######## block 1 ########
### src/rtl/dsp_bank_arbiter_if.sv
// Bundle between two compute engines, the bank arbiter and the shared DSP bank.
// Operands/results are per-lane two's-complement values packed lane-major.
interface dsp_bank_arbiter_if #(
    parameter int LANES = 5
);
    logic [1:0]             req;
    logic [1:0]             gnt;
    logic [1:0]             ce_r;
    logic [LANES-1:0][17:0] a_r0;
    logic [LANES-1:0][17:0] b_r0;
    logic [LANES-1:0][17:0] a_r1;
    logic [LANES-1:0][17:0] b_r1;
    logic [LANES-1:0][36:0] out_r;
    logic [1:0]             out_valid;
    logic [LANES-1:0][17:0] dsp_a0;
    logic [LANES-1:0][17:0] dsp_b0;
    logic                   dsp_ce;
    logic [LANES-1:0][36:0] dsp_out;
    logic                   busy;

    // Arbiter side
    modport slave (
        input  req, ce_r, a_r0, b_r0, a_r1, b_r1, dsp_out,
        output gnt, out_r, out_valid, dsp_a0, dsp_b0, dsp_ce, busy
    );

    // Engines plus DSP bank side
    modport master (
        output req, ce_r, a_r0, b_r0, a_r1, b_r1, dsp_out,
        input  gnt, out_r, out_valid, dsp_a0, dsp_b0, dsp_ce, busy
    );
endinterface

### src/rtl/dsp_bank_arbiter.sv
// Purpose: round-robin owner of one DSP lane bank for two engines, hold-limited, with result tagging.
// Latency: gnt 1 cycle after req; operands/ce combinational to bank; out_valid DSP_LAT cycles after dsp_ce.
// Backpressure: engines stall on gnt low and hold operands; the bank and tag pipe never stall.
module dsp_bank_arbiter #(
    parameter int LANES    = 5,
    parameter int DSP_LAT  = 1,
    parameter int MAX_HOLD = 64
) (
    input  logic              clk,
    input  logic              rst_n,
    dsp_bank_arbiter_if.slave bus
);
    localparam int            HW        = $clog2(MAX_HOLD + 1);
    localparam logic [HW-1:0] HOLD_LAST = HW'(MAX_HOLD - 1);

    typedef enum logic [1:0] {IDLE, OWN0, OWN1, GAP} state_t;

    typedef struct packed {
        logic vld;
        logic own;
    } tag_t;

    state_t             state_q, state_d;
    logic               last_q, last_d;
    logic [HW-1:0]      hold_q, hold_d;
    tag_t [DSP_LAT-1:0] tag_q;
    tag_t               tag_tail;
    logic               owner;
    logic [1:0]         gnt;
    logic               busy_w;

    assign owner = (state_q == OWN1);

    always_ff @(posedge clk or negedge rst_n) begin
        if (!rst_n) begin
            state_q <= IDLE;
            last_q  <= 1'b1;
            hold_q  <= '0;
        end else begin
            state_q <= state_d;
            last_q  <= last_d;
            hold_q  <= hold_d;
        end
    end

    // last_q names the requester most recently granted; ties go to the other one.
    always_comb begin
        state_d = state_q;
        last_d  = last_q;
        hold_d  = hold_q;
        unique case (state_q)
            IDLE: begin
                hold_d = '0;
                if (bus.req == 2'b11) begin
                    state_d = last_q ? OWN0 : OWN1;
                    last_d  = ~last_q;
                end else if (bus.req[0]) begin
                    state_d = OWN0;
                    last_d  = 1'b0;
                end else if (bus.req[1]) begin
                    state_d = OWN1;
                    last_d  = 1'b1;
                end
            end
            OWN0, OWN1: begin
                if (!bus.req[owner]) begin
                    state_d = IDLE;
                    hold_d  = '0;
                end else if (bus.req[~owner]) begin
                    if (hold_q == HOLD_LAST) begin
                        state_d = GAP;
                        hold_d  = '0;
                    end else begin
                        hold_d = hold_q + HW'(1);
                    end
                end
            end
            GAP: begin
                hold_d = '0;
                if (bus.req[~last_q]) begin
                    state_d = last_q ? OWN0 : OWN1;
                    last_d  = ~last_q;
                end else begin
                    state_d = IDLE;
                end
            end
            default: begin
                state_d = IDLE;
                hold_d  = '0;
            end
        endcase
    end

    assign gnt        = {state_q == OWN1, state_q == OWN0};
    assign bus.gnt    = gnt;
    assign bus.dsp_ce = |(bus.ce_r & gnt);
    assign bus.dsp_a0 = gnt[0] ? bus.a_r0 : (gnt[1] ? bus.a_r1 : '0);
    assign bus.dsp_b0 = gnt[0] ? bus.b_r0 : (gnt[1] ? bus.b_r1 : '0);

    // Tags travel alongside the bank pipeline so results follow the issuer, not the current owner.
    always_ff @(posedge clk or negedge rst_n) begin
        if (!rst_n) begin
            tag_q <= '0;
        end else begin
            tag_q[0] <= '{vld: bus.dsp_ce, own: owner};
            for (int i = 1; i < DSP_LAT; i++) begin
                tag_q[i] <= tag_q[i-1];
            end
        end
    end

    assign tag_tail      = tag_q[DSP_LAT-1];
    assign bus.out_valid = {tag_tail.vld & tag_tail.own, tag_tail.vld & ~tag_tail.own};
    assign bus.out_r     = bus.dsp_out;

    always_comb begin
        busy_w = 1'b0;
        for (int i = 0; i < DSP_LAT; i++) begin
            busy_w = busy_w | tag_q[i].vld;
        end
    end

    assign bus.busy = busy_w;
endmodule

### src/flat_wrapper.sv
// flat-port wrapper written by rule: the top's interface ports become plain ports
module dsp_bank_arbiter_flat 
#(
    parameter int LANES    = 5,
    parameter int DSP_LAT  = 1,
    parameter int MAX_HOLD = 64
)
  (clk, rst_n, bus_req, bus_ce_r, bus_a_r0, bus_b_r0, bus_a_r1, bus_b_r1, bus_dsp_out, bus_gnt, bus_out_r, bus_out_valid, bus_dsp_a0, bus_dsp_b0, bus_dsp_ce, bus_busy);
  dsp_bank_arbiter_if #(.LANES(LANES)) bus_i ();
  input  logic clk;
  input  logic rst_n;
  input wire logic [$bits(bus_i.req)-1:0] bus_req;
  input wire logic [$bits(bus_i.ce_r)-1:0] bus_ce_r;
  input wire logic [$bits(bus_i.a_r0)-1:0] bus_a_r0;
  input wire logic [$bits(bus_i.b_r0)-1:0] bus_b_r0;
  input wire logic [$bits(bus_i.a_r1)-1:0] bus_a_r1;
  input wire logic [$bits(bus_i.b_r1)-1:0] bus_b_r1;
  input wire logic [$bits(bus_i.dsp_out)-1:0] bus_dsp_out;
  output wire logic [$bits(bus_i.gnt)-1:0] bus_gnt;
  output wire logic [$bits(bus_i.out_r)-1:0] bus_out_r;
  output wire logic [$bits(bus_i.out_valid)-1:0] bus_out_valid;
  output wire logic [$bits(bus_i.dsp_a0)-1:0] bus_dsp_a0;
  output wire logic [$bits(bus_i.dsp_b0)-1:0] bus_dsp_b0;
  output wire logic [$bits(bus_i.dsp_ce)-1:0] bus_dsp_ce;
  output wire logic [$bits(bus_i.busy)-1:0] bus_busy;
  assign bus_i.req = bus_req;
  assign bus_i.ce_r = bus_ce_r;
  assign bus_i.a_r0 = bus_a_r0;
  assign bus_i.b_r0 = bus_b_r0;
  assign bus_i.a_r1 = bus_a_r1;
  assign bus_i.b_r1 = bus_b_r1;
  assign bus_i.dsp_out = bus_dsp_out;
  assign bus_gnt = bus_i.gnt;
  assign bus_out_r = bus_i.out_r;
  assign bus_out_valid = bus_i.out_valid;
  assign bus_dsp_a0 = bus_i.dsp_a0;
  assign bus_dsp_b0 = bus_i.dsp_b0;
  assign bus_dsp_ce = bus_i.dsp_ce;
  assign bus_busy = bus_i.busy;
  dsp_bank_arbiter #(.LANES(LANES), .DSP_LAT(DSP_LAT), .MAX_HOLD(MAX_HOLD)) u_core (.clk(clk), .rst_n(rst_n), .bus(bus_i));
endmodule
### config.mk
export PLATFORM = sky130hd
export DESIGN_NAME = dsp_bank_arbiter_flat
export DESIGN_NICKNAME = d
export VERILOG_FILES = /design/src/rtl/dsp_bank_arbiter_if.sv /design/src/rtl/dsp_bank_arbiter.sv /design/src/flat_wrapper.sv
export SDC_FILE = /design/constraint.sdc
export NUM_CORES = 1
export LEC_CHECK = 0
export CAP_MARGIN = 0
export CORE_AREA = 2 2 362 364
export CTS_CLUSTER_SIZE = 14
export DETAILED_ROUTE_END_ITERATION = 8
export DIE_AREA = 0 0 364 366
export PLACE_DENSITY_LB_ADDON = 0.2
export SLEW_MARGIN = 20
export SYNTH_ARGS = -nofsm -noshare
export SYNTH_HDL_FRONTEND = slang
export SYNTH_SLANG_ARGS = --single-unit
### constraint.sdc
create_clock -name clk -period 2.5 [get_ports clk]
set_input_delay 0.75 -clock clk [delete_from_list [all_inputs] [get_ports clk]]
set_output_delay 0.75 -clock clk [all_outputs]
set_load 0.03 [all_outputs]
######## block 2 ########
### config.mk
export PLATFORM = sky130hd
export DESIGN_NAME = led_panel_bcm
export DESIGN_NICKNAME = d
export VERILOG_FILES = /design/src/rtl/led_panel_pkg.sv /design/src/rtl/led_panel_fb.sv /design/src/rtl/led_panel_bcm.sv
export SDC_FILE = /design/constraint.sdc
export NUM_CORES = 1
export LEC_CHECK = 0
export ABC_AREA = 1
export CAP_MARGIN = 20
export CORE_MARGIN = 5
export CORE_UTILIZATION = 55
export DETAILED_ROUTE_END_ITERATION = 7
export MAX_ROUTING_LAYER = met4
export PLACE_DENSITY = 0.67
export SLEW_MARGIN = 20
export SYNTH_ARGS = -nofsm -noshare
export SYNTH_HDL_FRONTEND = slang
export SYNTH_HIERARCHICAL = 1
export SYNTH_SLANG_ARGS = --single-unit
### constraint.sdc
create_clock -name i_clk -period 4.05 [get_ports i_clk]
set_input_delay 0.6075 -clock i_clk [delete_from_list [all_inputs] [get_ports i_clk]]
set_output_delay 0.6075 -clock i_clk [all_outputs]
set_load 0.01 [all_outputs]
### src/rtl/led_panel_pkg.sv
// Shared FSM state type, pixel packing offsets and width helpers for the
// BCM LED panel driver.
package led_panel_pkg;

   typedef enum logic [1:0] {
      ST_SHIFT   = 2'd0,
      ST_LATCH   = 2'd1,
      ST_DISPLAY = 2'd2
   } state_t;

   localparam int NUM_CHAN = 3;
   localparam int BLUE_LO  = 0;

   // Pixel word is {r, g, b}, each channel bpc bits wide.
   function automatic int pix_width(input int bpc);
      return NUM_CHAN * bpc;
   endfunction

   function automatic int red_lo(input int bpc);
      return 2 * bpc;
   endfunction

   function automatic int green_lo(input int bpc);
      return bpc;
   endfunction

   function automatic int addr_width(input int row_addr_bits, input int cols);
      return row_addr_bits + 1 + $clog2(cols);
   endfunction

endpackage

### src/rtl/led_panel_fb.sv
// Dual-bank register frame store: synchronous write into the back bank,
// combinational reads of the upper and lower half-panel rows from the front bank.
module led_panel_fb
   import led_panel_pkg::*;
#(
   parameter int COLS          = 8,
   parameter int ROW_ADDR_BITS = 2,
   parameter int BPC           = 2,
   localparam int AW           = addr_width(ROW_ADDR_BITS, COLS),
   localparam int PW           = pix_width(BPC),
   localparam int CW           = $clog2(COLS)
) (
   input  logic                     i_clk,
   input  logic                     i_reset,
   input  logic                     i_wr_en,
   input  logic [AW-1:0]            i_wr_addr,
   input  logic [PW-1:0]            i_wr_data,
   input  logic                     i_front,
   input  logic [ROW_ADDR_BITS-1:0] i_rd_row,
   input  logic [CW-1:0]            i_rd_col,
   output logic [PW-1:0]            o_upper,
   output logic [PW-1:0]            o_lower
);

   localparam int DEPTH = 1 << AW;

   logic [PW-1:0] r_mem [2][DEPTH];

   // The back bank is always the one not selected for display, so a write
   // coinciding with a swap lands in the bank that is about to become front.
   always_ff @(posedge i_clk) begin
      if (i_reset) begin
         for (int b = 0; b < 2; b++) begin
            for (int i = 0; i < DEPTH; i++) begin
               r_mem[b][i] <= '0;
            end
         end
      end else if (i_wr_en) begin
         r_mem[!i_front][i_wr_addr] <= i_wr_data;
      end
   end

   assign o_upper = r_mem[i_front][{1'b0, i_rd_row, i_rd_col}];
   assign o_lower = r_mem[i_front][{1'b1, i_rd_row, i_rd_col}];

endmodule

### src/rtl/led_panel_bcm.sv
// HUB75-style panel driver with binary-coded modulation and a double-buffered
// frame store. Optional LED_PANEL_TEST_PATTERN_EN adds i_mode for a built-in pattern.
//
// state      | meaning
// ST_SHIFT   | clock out one row of one bit-plane, 2 clocks per column, blanked
// ST_LATCH   | 1 clock: latch shifted row, update scan address, still blanked
// ST_DISPLAY | LEDs on for BASE_TICKS<<plane clocks, then next plane / row
module led_panel_bcm
   import led_panel_pkg::*;
#(
   parameter int COLS          = 8,
   parameter int ROW_ADDR_BITS = 2,
   parameter int BPC           = 2,
   parameter int BASE_TICKS    = 4,
   localparam int AW           = addr_width(ROW_ADDR_BITS, COLS),
   localparam int PW           = pix_width(BPC)
) (
   input  logic                     i_clk,
   input  logic                     i_reset,
`ifdef LED_PANEL_TEST_PATTERN_EN
   input  logic                     i_mode,
`endif
   input  logic                     i_wr_en,
   input  logic [AW-1:0]            i_wr_addr,
   input  logic [PW-1:0]            i_wr_data,
   input  logic                     i_swap_req,
   output logic                     o_swap_done,
   output logic [1:0]               o_red_out,
   output logic [1:0]               o_green_out,
   output logic [1:0]               o_blue_out,
   output logic                     o_sclk_out,
   output logic                     o_latch_out,
   output logic                     o_blank_out,
   output logic [ROW_ADDR_BITS-1:0] o_addr_out
);

   localparam int CW   = $clog2(COLS);
   localparam int PLW  = (BPC > 1) ? $clog2(BPC) : 1;
   localparam int TW   = $clog2((BASE_TICKS << (BPC - 1)) + 1);
   localparam int R_LO = red_lo(BPC);
   localparam int G_LO = green_lo(BPC);

   localparam logic [CW-1:0]  LAST_COL   = CW'(COLS - 1);
   localparam logic [PLW-1:0] LAST_PLANE = PLW'(BPC - 1);
   localparam logic [TW-1:0]  BASE_T     = TW'(BASE_TICKS);

   state_t                   r_state;
   logic [CW-1:0]            r_col;
   logic [PLW-1:0]           r_plane;
   logic [ROW_ADDR_BITS-1:0] r_row;
   logic [TW-1:0]            r_ticks;
   logic                     r_front;
   logic                     r_pending;
   logic                     r_sclk;
   logic                     r_latch;
   logic                     r_blank;
   logic [ROW_ADDR_BITS-1:0] r_addr;

   logic [PW-1:0]  w_upper;
   logic [PW-1:0]  w_lower;
   logic [BPC-1:0] w_up_r, w_up_g, w_up_b;
   logic [BPC-1:0] w_lo_r, w_lo_g, w_lo_b;
   logic           w_frame_end;
   logic           w_swap;

   led_panel_fb #(
      .COLS          (COLS),
      .ROW_ADDR_BITS (ROW_ADDR_BITS),
      .BPC           (BPC)
   ) u_fb (
      .i_clk     (i_clk),
      .i_reset   (i_reset),
      .i_wr_en   (i_wr_en),
      .i_wr_addr (i_wr_addr),
      .i_wr_data (i_wr_data),
      .i_front   (r_front),
      .i_rd_row  (r_row),
      .i_rd_col  (r_col),
      .o_upper   (w_upper),
      .o_lower   (w_lower)
   );

   assign w_up_r = w_upper[R_LO +: BPC];
   assign w_up_g = w_upper[G_LO +: BPC];
   assign w_up_b = w_upper[BLUE_LO +: BPC];
   assign w_lo_r = w_lower[R_LO +: BPC];
   assign w_lo_g = w_lower[G_LO +: BPC];
   assign w_lo_b = w_lower[BLUE_LO +: BPC];

   // A request arriving in the frame-end cycle itself still swaps this frame.
   assign w_frame_end = (r_state == ST_DISPLAY) && (r_ticks == '0) &&
                        (r_plane == LAST_PLANE) && (&r_row);
   assign w_swap      = w_frame_end && (r_pending || i_swap_req);
   assign o_swap_done = w_swap;

   // Column/plane/row stay put through LATCH and DISPLAY, so data is held.
   always_comb begin
      o_red_out   = {w_lo_r[r_plane], w_up_r[r_plane]};
      o_green_out = {w_lo_g[r_plane], w_up_g[r_plane]};
      o_blue_out  = {w_lo_b[r_plane], w_up_b[r_plane]};
`ifdef LED_PANEL_TEST_PATTERN_EN
      if (i_mode) begin
         o_red_out   = {2{r_col[0]}};
         o_green_out = {2{r_row[0]}};
         o_blue_out  = {2{r_plane[0]}};
      end
`endif
   end

   assign o_sclk_out  = r_sclk;
   assign o_latch_out = r_latch;
   assign o_blank_out = r_blank;
   assign o_addr_out  = r_addr;

   always_ff @(posedge i_clk) begin
      if (i_reset) begin
         r_state   <= ST_SHIFT;
         r_col     <= '0;
         r_plane   <= '0;
         r_row     <= '0;
         r_ticks   <= '0;
         r_front   <= 1'b0;
         r_pending <= 1'b0;
         r_sclk    <= 1'b0;
         r_latch   <= 1'b0;
         r_blank   <= 1'b1;
         r_addr    <= '0;
      end else begin
         if (w_swap) begin
            r_front   <= !r_front;
            r_pending <= 1'b0;
         end else if (i_swap_req) begin
            r_pending <= 1'b1;
         end

         case (r_state)
            ST_SHIFT: begin
               // r_sclk doubles as the column phase bit
               r_sclk <= !r_sclk;
               if (r_sclk) begin
                  if (r_col == LAST_COL) begin
                     r_state <= ST_LATCH;
                     r_latch <= 1'b1;
                     r_addr  <= r_row;
                  end else begin
                     r_col <= r_col + CW'(1);
                  end
               end
            end
            ST_LATCH: begin
               r_state <= ST_DISPLAY;
               r_latch <= 1'b0;
               r_blank <= 1'b0;
               r_ticks <= (BASE_T << r_plane) - TW'(1);
            end
            ST_DISPLAY: begin
               if (r_ticks == '0) begin
                  r_state <= ST_SHIFT;
                  r_blank <= 1'b1;
                  r_col   <= '0;
                  if (r_plane == LAST_PLANE) begin
                     r_plane <= '0;
                     r_row   <= r_row + ROW_ADDR_BITS'(1);
                  end else begin
                     r_plane <= r_plane + PLW'(1);
                  end
               end else begin
                  r_ticks <= r_ticks - TW'(1);
               end
            end
            default: r_state <= ST_SHIFT;
         endcase
      end
   end

endmodule
######## block 3 ########
**config.mk**
```make
export PLATFORM = sky130hd
export DESIGN_NAME = dmem_arbiter
export DESIGN_NICKNAME = d
export VERILOG_FILES = /design/src/rtl/dmem_arbiter.sv
export SDC_FILE = /design/constraint.sdc
export NUM_CORES = 1
export LEC_CHECK = 0
export CAP_MARGIN = 20
export CORE_AREA = 5 5 154 156
export DETAILED_ROUTE_END_ITERATION = 8
export DIE_AREA = 0 0 159 161
export GPL_TIMING_DRIVEN = 0
export PLACE_DENSITY = 0.69
export SYNTH_ARGS = -nofsm -noshare
export SYNTH_HDL_FRONTEND = slang
export SYNTH_SLANG_ARGS = --single-unit
```
**constraint.sdc**
```tcl
create_clock -name clk -period 3.9 [get_ports clk]
set_input_delay 0.39 -clock clk [delete_from_list [all_inputs] [get_ports clk]]
set_output_delay 0.39 -clock clk [all_outputs]
set_load 0.03 [all_outputs]
```
**src/rtl/dmem_arbiter.sv**
```systemverilog
// dmem_arbiter: two-requester round-robin data memory arbiter with
// a two-state (IDLE/BUSY) transaction FSM and registered handshakes.
//
// Parameters:
//   DATA_WIDTH      width of address, write data and read data (32)
// Ports:
//   clk, rst        rising-edge clock, async active-high reset
//   reqN, weN       requester N request (held until gntN) and write flag
//   addrN, wdataN   requester N address and store data
//   maskmodeN,sextN requester N access size and load sign extension
//   gntN            one-cycle registered grant (the BUSY cycle)
//   doneN, rdataN   one-cycle completion pulse and captured load data
//   mem_*           data memory strobes, buses and combinational result
//   conflict_count, grant_count0, grant_count1
//                   statistics, built only with DMEM_ARB_STATS_EN
//                   (tied to 0 otherwise)
module dmem_arbiter #(
  parameter int DATA_WIDTH = 32
) (
  input  logic                  clk,
  input  logic                  rst,
  input  logic                  req0,
  input  logic                  we0,
  input  logic [DATA_WIDTH-1:0] addr0,
  input  logic [DATA_WIDTH-1:0] wdata0,
  input  logic [1:0]            maskmode0,
  input  logic                  sext0,
  output logic                  gnt0,
  output logic                  done0,
  output logic [DATA_WIDTH-1:0] rdata0,
  input  logic                  req1,
  input  logic                  we1,
  input  logic [DATA_WIDTH-1:0] addr1,
  input  logic [DATA_WIDTH-1:0] wdata1,
  input  logic [1:0]            maskmode1,
  input  logic                  sext1,
  output logic                  gnt1,
  output logic                  done1,
  output logic [DATA_WIDTH-1:0] rdata1,
  output logic                  mem_read,
  output logic                  mem_write,
  output logic [DATA_WIDTH-1:0] mem_address,
  output logic [DATA_WIDTH-1:0] mem_write_data,
  output logic [1:0]            mem_maskmode,
  output logic                  mem_sext,
  input  logic [DATA_WIDTH-1:0] mem_read_data,
  output logic [31:0]           conflict_count,
  output logic [31:0]           grant_count0,
  output logic [31:0]           grant_count1
);

  typedef enum logic {
    IDLE = 1'b0,
    BUSY = 1'b1
  } state_e;

  state_e                state_q, state_d;
  logic                  owner_q, owner_d;
  logic                  last_q, last_d;
  logic                  we_q, we_d;
  logic                  gnt0_q, gnt0_d;
  logic                  gnt1_q, gnt1_d;
  logic                  done0_q, done0_d;
  logic                  done1_q, done1_d;
  logic [DATA_WIDTH-1:0] rdata0_q, rdata0_d;
  logic [DATA_WIDTH-1:0] rdata1_q, rdata1_d;
  logic                  mem_read_q, mem_read_d;
  logic                  mem_write_q, mem_write_d;
  logic [DATA_WIDTH-1:0] addr_q, addr_d;
  logic [DATA_WIDTH-1:0] wdata_q, wdata_d;
  logic [1:0]            mask_q, mask_d;
  logic                  sext_q, sext_d;

  // On a tie the requester not granted last wins; a lone requester
  // always wins. last_q resets to 1 so requester 0 leads after reset.
  logic win;
  logic win_we;
  assign win    = (req0 & req1) ? ~last_q : req1;
  assign win_we = win ? we1 : we0;

  always_comb begin
    state_d     = state_q;
    owner_d     = owner_q;
    last_d      = last_q;
    we_d        = we_q;
    gnt0_d      = 1'b0;
    gnt1_d      = 1'b0;
    done0_d     = 1'b0;
    done1_d     = 1'b0;
    rdata0_d    = rdata0_q;
    rdata1_d    = rdata1_q;
    mem_read_d  = 1'b0;
    mem_write_d = 1'b0;
    addr_d      = addr_q;
    wdata_d     = wdata_q;
    mask_d      = mask_q;
    sext_d      = sext_q;
    unique case (state_q)
      IDLE: begin
        if (req0 | req1) begin
          state_d     = BUSY;
          owner_d     = win;
          last_d      = win;
          we_d        = win_we;
          addr_d      = win ? addr1 : addr0;
          wdata_d     = win ? wdata1 : wdata0;
          mask_d      = win ? maskmode1 : maskmode0;
          sext_d      = win ? sext1 : sext0;
          gnt0_d      = ~win;
          gnt1_d      = win;
          mem_read_d  = ~win_we;
          mem_write_d = win_we;
        end
      end
      BUSY: begin
        // Requests are ignored here; they are sampled again in the
        // IDLE cycle that carries the done pulse.
        state_d = IDLE;
        done0_d = ~owner_q;
        done1_d = owner_q;
        if (!we_q) begin
          if (owner_q) rdata1_d = mem_read_data;
          else         rdata0_d = mem_read_data;
        end
      end
      default: state_d = IDLE;
    endcase
  end

  always_ff @(posedge clk or posedge rst) begin
    if (rst) begin
      state_q     <= IDLE;
      owner_q     <= 1'b0;
      last_q      <= 1'b1;
      we_q        <= 1'b0;
      gnt0_q      <= 1'b0;
      gnt1_q      <= 1'b0;
      done0_q     <= 1'b0;
      done1_q     <= 1'b0;
      rdata0_q    <= '0;
      rdata1_q    <= '0;
      mem_read_q  <= 1'b0;
      mem_write_q <= 1'b0;
      addr_q      <= '0;
      wdata_q     <= '0;
      mask_q      <= '0;
      sext_q      <= 1'b0;
    end else begin
      state_q     <= state_d;
      owner_q     <= owner_d;
      last_q      <= last_d;
      we_q        <= we_d;
      gnt0_q      <= gnt0_d;
      gnt1_q      <= gnt1_d;
      done0_q     <= done0_d;
      done1_q     <= done1_d;
      rdata0_q    <= rdata0_d;
      rdata1_q    <= rdata1_d;
      mem_read_q  <= mem_read_d;
      mem_write_q <= mem_write_d;
      addr_q      <= addr_d;
      wdata_q     <= wdata_d;
      mask_q      <= mask_d;
      sext_q      <= sext_d;
    end
  end

  assign gnt0           = gnt0_q;
  assign gnt1           = gnt1_q;
  assign done0          = done0_q;
  assign done1          = done1_q;
  assign rdata0         = rdata0_q;
  assign rdata1         = rdata1_q;
  assign mem_read       = mem_read_q;
  assign mem_write      = mem_write_q;
  assign mem_address    = addr_q;
  assign mem_write_data = wdata_q;
  assign mem_maskmode   = mask_q;
  assign mem_sext       = sext_q;

`ifdef DMEM_ARB_STATS_EN
  logic [31:0] conflict_q, conflict_d;
  logic [31:0] gcnt0_q, gcnt0_d;
  logic [31:0] gcnt1_q, gcnt1_d;
  logic        idle_edge;

  assign idle_edge = (state_q == IDLE);

  always_comb begin
    conflict_d = conflict_q;
    gcnt0_d    = gcnt0_q;
    gcnt1_d    = gcnt1_q;
    if (idle_edge && req0 && req1) conflict_d = conflict_q + 32'd1;
    if (gnt0_d) gcnt0_d = gcnt0_q + 32'd1;
    if (gnt1_d) gcnt1_d = gcnt1_q + 32'd1;
  end

  always_ff @(posedge clk or posedge rst) begin
    if (rst) begin
      conflict_q <= '0;
      gcnt0_q    <= '0;
      gcnt1_q    <= '0;
    end else begin
      conflict_q <= conflict_d;
      gcnt0_q    <= gcnt0_d;
      gcnt1_q    <= gcnt1_d;
    end
  end

  assign conflict_count = conflict_q;
  assign grant_count0   = gcnt0_q;
  assign grant_count1   = gcnt1_q;
`else
  assign conflict_count = '0;
  assign grant_count0   = '0;
  assign grant_count1   = '0;
`endif

endmodule

```
######## block 4 ########
File: config.mk
export PLATFORM = sky130hd
export DESIGN_NAME = main_fsm
export DESIGN_NICKNAME = d
export VERILOG_FILES = /design/src/rtl/main_fsm.sv
export SDC_FILE = /design/constraint.sdc
export NUM_CORES = 1
export LEC_CHECK = 0
export ABC_AREA = 1
export CAP_MARGIN = 20
export CORE_UTILIZATION = 32
export CTS_CLUSTER_DIAMETER = 30
export DETAILED_ROUTE_END_ITERATION = 16
export PLACE_DENSITY_LB_ADDON = 0.15
export SKIP_LAST_GASP = 1
export SLEW_MARGIN = 20
export SYNTH_ARGS = -nofsm -noshare
export SYNTH_HDL_FRONTEND = slang
export SYNTH_SLANG_ARGS = --single-unit
File: constraint.sdc
create_clock -name clk -period 2.7 [get_ports clk]
set_input_delay 0.405 -clock clk [delete_from_list [all_inputs] [get_ports clk]]
set_output_delay 0.405 -clock clk [all_outputs]
set_load 0.02 [all_outputs]
File: src/rtl/main_fsm.sv
// Next-state sequencer for the RV32I multicycle core: state register feeding the control
// decoder, plus retire/illegal pulses and the instret/cycle counters.
module main_fsm #(
   parameter int unsigned CNT_W = 32
) (
   input  logic             clk,
   input  logic             reset,
   input  logic [31:0]      instr,
   output logic [4:0]       state,
   output logic             retire,
   output logic             illegal_instr,
   output logic             illegal_seen,
   output logic [CNT_W-1:0] instret,
   output logic [CNT_W-1:0] cycle
);

   typedef enum logic [4:0] {
      StFetch  = 5'd0,
      StDecode = 5'd1,
      StMemAdr = 5'd2,
      StMemRd  = 5'd3,
      StLoadWb = 5'd4,
      StMemWr  = 5'd5,
      StRExec  = 5'd6,
      StRWb    = 5'd7,
      StBeq    = 5'd8,
      StIExec  = 5'd9,
      StIWb    = 5'd10,
      StJal    = 5'd11,
      StJalr   = 5'd12,
      StBne    = 5'd13,
      StBlt    = 5'd14,
      StBge    = 5'd15,
      StBltu   = 5'd16,
      StBgeu   = 5'd17,
      StAuipc  = 5'd18,
      StLui    = 5'd19
   } state_e;

   localparam logic [6:0] OpLoad   = 7'b0000011;
   localparam logic [6:0] OpStore  = 7'b0100011;
   localparam logic [6:0] OpReg    = 7'b0110011;
   localparam logic [6:0] OpImm    = 7'b0010011;
   localparam logic [6:0] OpJal    = 7'b1101111;
   localparam logic [6:0] OpJalr   = 7'b1100111;
   localparam logic [6:0] OpAuipc  = 7'b0010111;
   localparam logic [6:0] OpLui    = 7'b0110111;
   localparam logic [6:0] OpBranch = 7'b1100011;

   state_e           state_q, state_d;
   logic             retire_q, retire_d;
   logic             illegal_q, illegal_d;
   logic             seen_q, seen_d;
   logic [CNT_W-1:0] instret_q, instret_d;
   logic [CNT_W-1:0] cycle_q, cycle_d;

   logic [6:0] opcode;
   logic [2:0] funct3;

   assign opcode = instr[6:0];
   assign funct3 = instr[14:12];

   always_comb begin
      state_d   = StFetch;
      retire_d  = 1'b0;
      illegal_d = 1'b0;
      case (state_q)
         StFetch: state_d = StDecode;
         StDecode: begin
            case (opcode)
               OpLoad, OpStore: state_d = StMemAdr;
               OpReg:           state_d = StRExec;
               OpImm:           state_d = StIExec;
               OpJal:           state_d = StJal;
               OpJalr:          state_d = StJalr;
               OpAuipc:         state_d = StAuipc;
               OpLui:           state_d = StLui;
               OpBranch: begin
                  case (funct3)
                     3'b000:  state_d = StBeq;
                     3'b001:  state_d = StBne;
                     3'b100:  state_d = StBlt;
                     3'b101:  state_d = StBge;
                     3'b110:  state_d = StBltu;
                     3'b111:  state_d = StBgeu;
                     default: illegal_d = 1'b1;
                  endcase
               end
               default: illegal_d = 1'b1;
            endcase
         end
         StMemAdr: state_d = (opcode == OpLoad) ? StMemRd : StMemWr;
         StMemRd:  state_d = StLoadWb;
         StRExec:  state_d = StRWb;
         StIExec:  state_d = StIWb;
         StLoadWb, StMemWr, StRWb, StBeq, StIWb, StJal, StJalr,
         StBne, StBlt, StBge, StBltu, StBgeu, StAuipc, StLui: retire_d = 1'b1;
         // Unreachable encodings fall back to Fetch silently.
         default: state_d = StFetch;
      endcase
   end

   assign seen_d    = seen_q | illegal_d;
   assign instret_d = instret_q + CNT_W'(retire_d);
   assign cycle_d   = cycle_q + CNT_W'(1);

   always_ff @(posedge clk) begin
      if (reset) begin
         state_q   <= StFetch;
         retire_q  <= 1'b0;
         illegal_q <= 1'b0;
         seen_q    <= 1'b0;
         instret_q <= '0;
         cycle_q   <= '0;
      end else begin
         state_q   <= state_d;
         retire_q  <= retire_d;
         illegal_q <= illegal_d;
         seen_q    <= seen_d;
         instret_q <= instret_d;
         cycle_q   <= cycle_d;
      end
   end

   assign state         = state_q;
   assign retire        = retire_q;
   assign illegal_instr = illegal_q;
   assign illegal_seen  = seen_q;
   assign instret       = instret_q;
   assign cycle         = cycle_q;

endmodule


==> screenshots <==
The metal 3 layer.
(a)
Scale: 1 px per um.
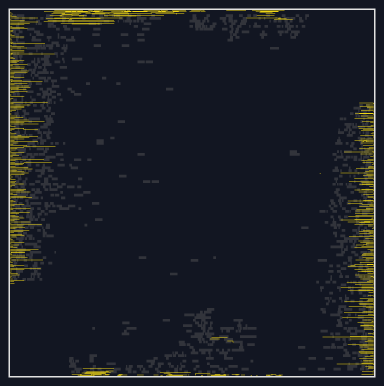
(b)
Scale: 3 px per um.
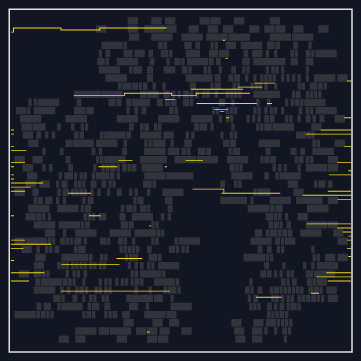
(c)
Scale: 2 px per um.
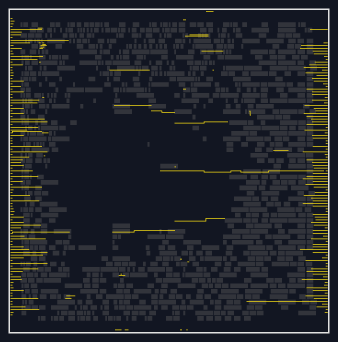
(d)
Scale: 1.5 px per um.
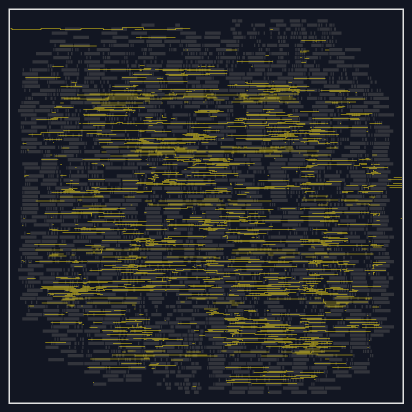
For block 2, see (d).
For block 3, see (c).
For block 4, see (b).
For block 1, see (a).

Key to (c):
The layer carries 1600 um of wire. The longest straight run is 40.2 um. 229 nets have wire on it.

block_2/wire_density.png
Scale: 1.5 px per um. The die is cut into 26 by 26 equal tiles; dark purple is low, yellow is high, scaled to the fullest tile. Values are wire area over tile area, all layers added.
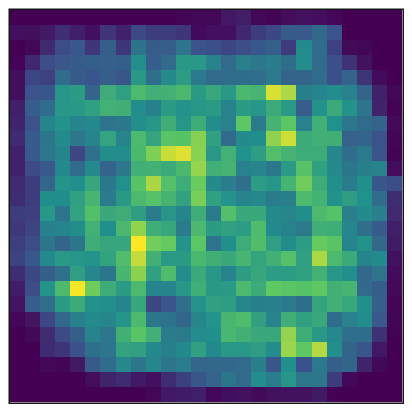
11% of the tiles are nearly empty. The densest ninth of the die: centre. The mean over all tiles is 0.27. The fullest tile reaches 0.70. 35% of the tiles are over half the peak.
DRT Wirelength: 107.6 mm
WL/cell: 24.64 um
vias: 26960
Total GRT Usage: 31.15%

block_2/final_clocks.png
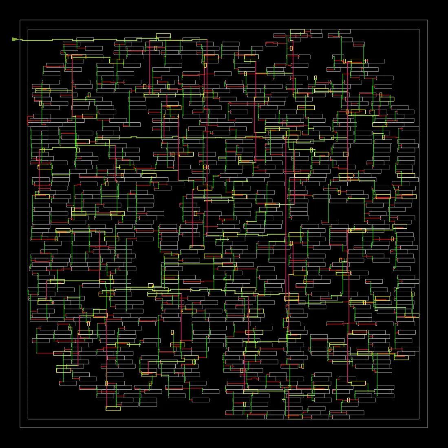
flip-flops: 787
Fin Clk Skew: 0.02146 ns
TritonCTS Sinks: 787

==> results.py, block 2 <==
# Auto-generated metrics
metrics = {
    "final_layout": {
        "fillers": 5144,
        "buffers": 139,
        "comb-cell-share_pct": 26.44,
        "lay_top_cells": "nand2_1 (1148), edfxtp_1 (768), nand3_1 (700)",
    },
    "power_and_ir_drop": {
        "p_leak_nw": 15.18,
    },
    "global_route": {
        "grt_overflow": 0,
        "busiest_layer": "met2",
    },
    "synth": {
        "edf_count": 768,
        "simple_gate_share_pct": 27.98,
        "ys_async_sr_fraction_pct": 0,
    },
    "route": {
        "highest_layer": "met4",
    },
    "critical_path": {
        "timing.rr.end": "u_fb/r_mem[0][48]",
        "slowest_delay_ns": 0.58,
        "cp_common_cell": "nand2_1",
    },
    "cts": {
        "postCtsResizedCells": 12,
        "cts_buffers": 82,
    },
    "sta": {
        "min_period_ns": 3.986,
        "slew_headroom_pct": 32.26,
    },
    "status": {
        "status": "complete, no violations",
    },
    "floorplan": {
        "fp-utilization_pct": 55.41,
    },
}
block 2: registers in the layout, summed over array words and instances, names as in the netlist:
register	flops
r_ticks	4
r_pending	1
o_blank_out	1
u_fb/r_mem	768
o_addr_out	2
r_plane	1
r_row	2
r_col	3
r_state	2
o_sclk_out	1
r_front	1
o_latch_out	1
block 2: worst min-delay path: cells and delay by family, from the launching register on:
kind	cells	cell delay, ns
AND-OR/OR-AND	1	0.05
flip-flops	1	0.31
AND/OR/NAND/NOR	1	0.06
block 2: per-stage QoR:
| step | hold slack, ns | power (mW) | instance area [um2] | TNS, ns | cells |
|---|---|---|---|---|---|
| 2_1_floorplan | 0.4681 | 10.55 | 34820 | 0 | 3487 |
| 3_3_place_gp | 0.4508 | 11.18 | 36300 | 0 | 4213 |
| 3_5_place_dp | 0.4681 | 11.21 | 36300 | 0 | 4213 |
| 4_1_cts | 0.4773 | 18.23 | 38880 | 0 | 4357 |
| 5_1_grt | 0.4997 | 18.74 | 39090 | -0.006677 | 4367 |
| 6_report | 0.4681 | 18.21 | 39090 | 0 | 4367 |
block 2: where the power goes:
group | switching (mW) | internal (mW)
clock | 3.04 | 4.08
combinational | 1.15 | 0.390
sequential | 0.139 | 9.41
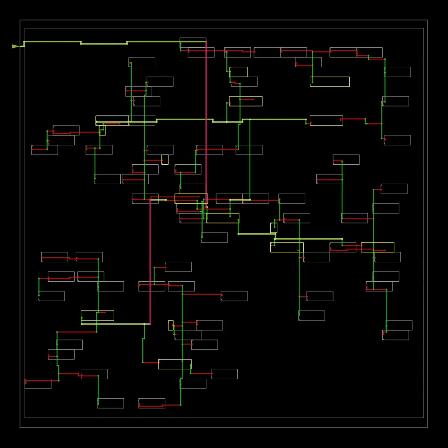
block_4/final_clocks.png
total CTS buffers: 9
clk latency late pin: 0.34 ns

block_4/drive_strength.png
Scale: 2 px per um.
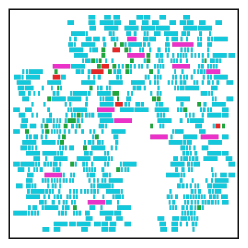
Key: drive 3 to 4 = red [cells 6, share 0.84%]; drive 1 or less = cyan [cells 655, share 91%]; drive 6 and up = magenta [cells 12, share 1.7%]; drive 2 = green [cells 44, share 6.1%]

==> results.py, block 4 <==
# Auto-generated metrics
metrics = {
    "route": {
        "ant_nets": 0,
        "routedWlPerCell_um": 12.49,
        "vias": 4108,
    },
    "min_path": {
        "hold_path.class": "register to register",
        "hold_end": "illegal_seen",
    },
    "status": {
        "status": "complete, no violations",
    },
    "sta": {
        "slew_headroom_pct": 57.89,
    },
    "place": {
        "dpl.hpwl_mm": 8.525,
    },
    "global_route": {
        "antenna_found_initial": 0,
    },
    "cts": {
        "cts_tree": "yes",
        "htreeDepth": 3,
    },
    "critical_path": {
        "endpoint_kind": "register",
        "timing.rr.end": "instret[16]",
    },
    "synth": {
        "yosys_warnings": 0,
        "ys_async_sr_fraction_pct": 0,
    },
    "floorplan": {
        "dieWidth_um": 113.8,
        "core_um2": 12110,
    },
    "power_and_ir_drop": {
        "p_leak_nw": 1.814,
    },
}
-- block 4: kinds of logic after synthesis --
logic type | count (synthesis) | share of synthesized area [%]
fa+ha+maj | 3 | 0.9388
compound gates | 64 | 8.605
xor+xnor | 11 | 2.409
buf+inv | 69 | 6.539
flops | 72 | 36.04
simple gates | 406 | 45.46
-- block 4: cells in the final DEF, fill, tap and decap left out, types with 6 or more instances in the layout --
cell type,instances
a21oi_1,43
clkbuf_16,9
clkdlybuf4s50_1,82
dfxtp_1,72
inv_1,56
nand2_1,180
nand2_2,12
nand3_1,28
nand3b_1,21
nor2_1,123
nor2_2,19
nor3_1,9
o21a_1,6
o21ai_0,9
xnor2_1,6
-- block 4: metal layers --
layer  part of all wire [%]  wire (um)  GRT usage [%]  vias up
met5                      0          0              0        -
met4                    1.4        159          5.974        0
met3                    4.6        504          4.888       10
met2                     46       5065          29.55       90
met1                     48       5320          23.22     1863
li1                       -          -              -     2145
-- block 4: power breakdown --
group / internal [mW] / switching, mW / total (mW)
clock: 0.730 / 0.442 / 1.17
combinational: 0.0439 / 0.0659 / 0.110
sequential: 1.07 / 0.00754 / 1.08
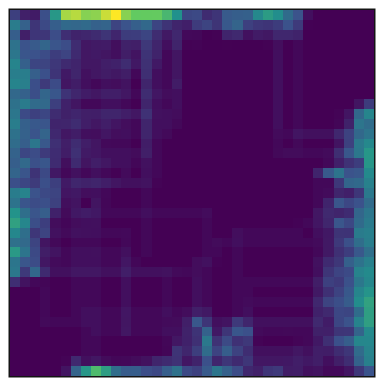
block_1/wire_density.png
Scale: 1 px per um. The die is cut into 36 by 37 equal tiles; dark purple is low, yellow is high, scaled to the fullest tile. Values are wire area over tile area, all layers added.
The mean over all tiles is 0.059. The fullest tile reaches 0.63. The densest ninth of the die: north-west. The emptiest ninth of the die: centre. 37% of the tiles are nearly empty. 2.0% of the tiles are over half the peak.

block_1/cell_classes.png
Scale: 1 px per um.
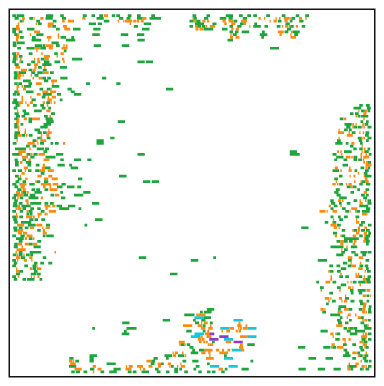
Key: all other logic = orange [cells 597, share of their area 32%]; other buffers and delay cells = green [cells 709, share of their area 65%]; flip-flops = cyan [cells 12, share of their area 2.4%]; clock drivers and dummy loads = purple [cells 4, share of their area 0.69%]

==> results.py, block 1 <==
# Auto-generated metrics
metrics = {
    "cts": {
        "clk_latency_ns": 0.24,
        "htreeDepth": 1,
        "hold_buffers": 0,
        "clkTransAtPathRegs_ns": 0.05,
    },
    "final_layout": {
        "flops": 12,
        "drive_above_1_share_pct": 45.23,
        "n_all_inverters": 3,
        "synthToLayoutAreaGrowth_pct": 224.4,
        "top_register": "u_core.hold_q",
        "area_share_nonclk_buffers_pct": 55.89,
    },
    "status": {
        "status": "finished with violations",
        "violations": "setup timing",
    },
    "sta": {
        "setup_viol": 161,
        "rsz0062_at_grt": "yes",
        "postLayoutSetupSlackWorst_ns": -0.1704,
    },
    "floorplan": {
        "fp.dieH_um": 366,
    },
    "power_and_ir_drop": {
        "p_sw_mw": 8.738,
        "power_combinational_mw": 16.5,
        "intPower_mw": 8.391,
    },
    "job": {
        "maxCapViolCount": 0,
    },
    "synth": {
        "syn_inst": 855,
        "ys_chip_area_um2": 4617,
        "synth_top_flop_cell": "dfrtp_1",
    },
    "global_route": {
        "first_global_vias": 7742,
    },
    "critical_path": {
        "ff2ff_setup_slack_ns": 0.19,
        "path_class": "register to primary output",
        "endpoint_kind": "primary output",
    },
}
-- block 1: cell usage after synthesis (2+ instances only) --
library cell / count / area share (%)
buf_1: 18 / 1.5
nand3_1: 4 / 0.43
dfrtp_1: 11 / 6.0
a22o_1: 4 / 0.76
mux2i_1: 2 / 0.43
ha_1: 6 / 1.6
mux2_2: 3 / 0.73
nand2_1: 357 / 29
buf_4: 186 / 30
nor2b_1: 5 / 0.68
nor2_1: 3 / 0.24
a21oi_1: 8 / 0.87
or3_1: 4 / 0.54
o21ai_0: 182 / 20
inv_1: 3 / 0.24
clkbuf_1: 41 / 3.3
-- block 1: through the flow --
stage          utilization (%)  setup TNS (ns)  area, um2  setup WS [ns]
2_1_floorplan                -          -40.28       4882        -0.3317
3_3_place_gp             9.522          -4.304      12280        -0.6250
3_5_place_dp             9.522          -4.385      12280        -0.6129
4_1_cts                  10.55          -16.02      13610        -0.2113
5_1_grt                  11.61          -29.91      14970        -0.2588
6_report                 11.61          -11.63      14980        -0.1704
-- block 1: cell families after synthesis --
group / share of synthesized area (%)
buffers and inverters: 35.53
AND-OR/OR-AND: 22.47
flip-flops: 6.531
multiplexers: 1.165
AND/OR/NAND/NOR: 32.68
adder cells (fa/ha/maj): 1.626
block_3/cell_classes.png
Scale: 3 px per um.
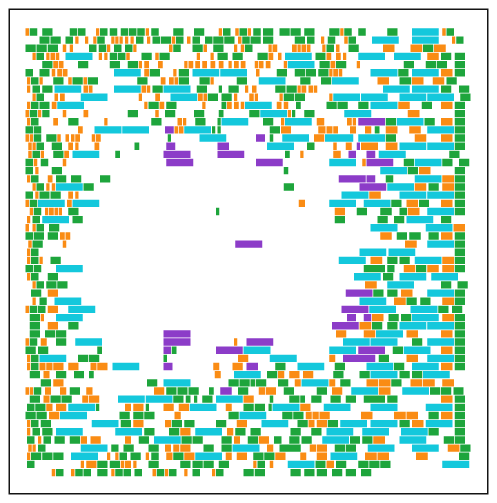
Key: flip-flops = cyan [cells 141, share of their area 34%]; all other logic = orange [cells 372, share of their area 22%]; clock drivers and dummy loads = purple [cells 32, share of their area 5.5%]; other buffers and delay cells = green [cells 443, share of their area 39%]

==> results.py, block 3 <==
# Auto-generated metrics
metrics = {
    "final_layout": {
        "drive_above_1_share_pct": 21.96,
        "layout.nets": 1147,
        "clkCellAreaFrac_pct": 5.315,
        "buffers": 443,
    },
    "global_route": {
        "grtUsageMet2_pct": 28.20,
        "gr-usage-met3_pct": 5.461,
    },
    "sta": {
        "worst_pin_slew_ns": 0.7819,
        "whs_ns": 0.4700,
        "slew_headroom_pct": 47.76,
    },
    "critical_path": {
        "ff2ff_setup_slack_ns": 2.02,
    },
    "floorplan": {
        "fp.dieH_um": 161,
        "dieWidth_um": 159,
    },
    "min_path": {
        "hold_path.class": "input pin to asynchronous set/reset pin",
    },
    "job": {
        "tool_warnings": 26,
    },
    "synth": {
        "yosys_warnings": 0,
        "syn_inst": 550,
    },
    "status": {
        "status": "complete, no violations",
    },
    "cts": {
        "cts_tree": "yes",
    },
}
block 3: cells in the final DEF, fill, tap and decap left out, types with 2 or more instances in the layout:
master           instances
buf_2                   15
dfrtp_1                140
clkinv_4                 2
and3_1                  38
inv_8                    3
buf_6                    3
buf_4                  100
clkbuf_16               17
conb_1                  96
and2_1                   2
nand2_1                 29
clkdlybuf4s50_1        308
mux2_2                  60
clkbuf_1                14
mux2_1                   4
a221o_1                 38
nor2_1                  34
clkinvlp_4               4
inv_6                    5
a21oi_1                 60
buf_12                   3
block 3: logic make-up after synthesis:
kind of cell           after synthesis  synth area share (%)
and+or+nand+nor                    105                 7.937
DFF                                141                 55.01
AOI/OAI and AO/OA                  103                 11.21
muxes                               65                 11.39
other                                1               0.05845
buffers and inverters              135                 14.39
block 3: where the power goes:
part | internal (mW) | total (mW) | switching (mW)
Combinational | 1.49 | 3.33 | 1.83
Sequential | 1.98 | 2.26 | 0.282
Clock | 0.904 | 1.60 | 0.694
block 3: flip-flops by register name, summed over array words and instances (netlist names), 2 cells and up:
name            count
mem_write_data     32
rdata1             32
mem_maskmode        2
rdata0             32
mem_address        32

Power is estimated from default activity; no workload was simulated.
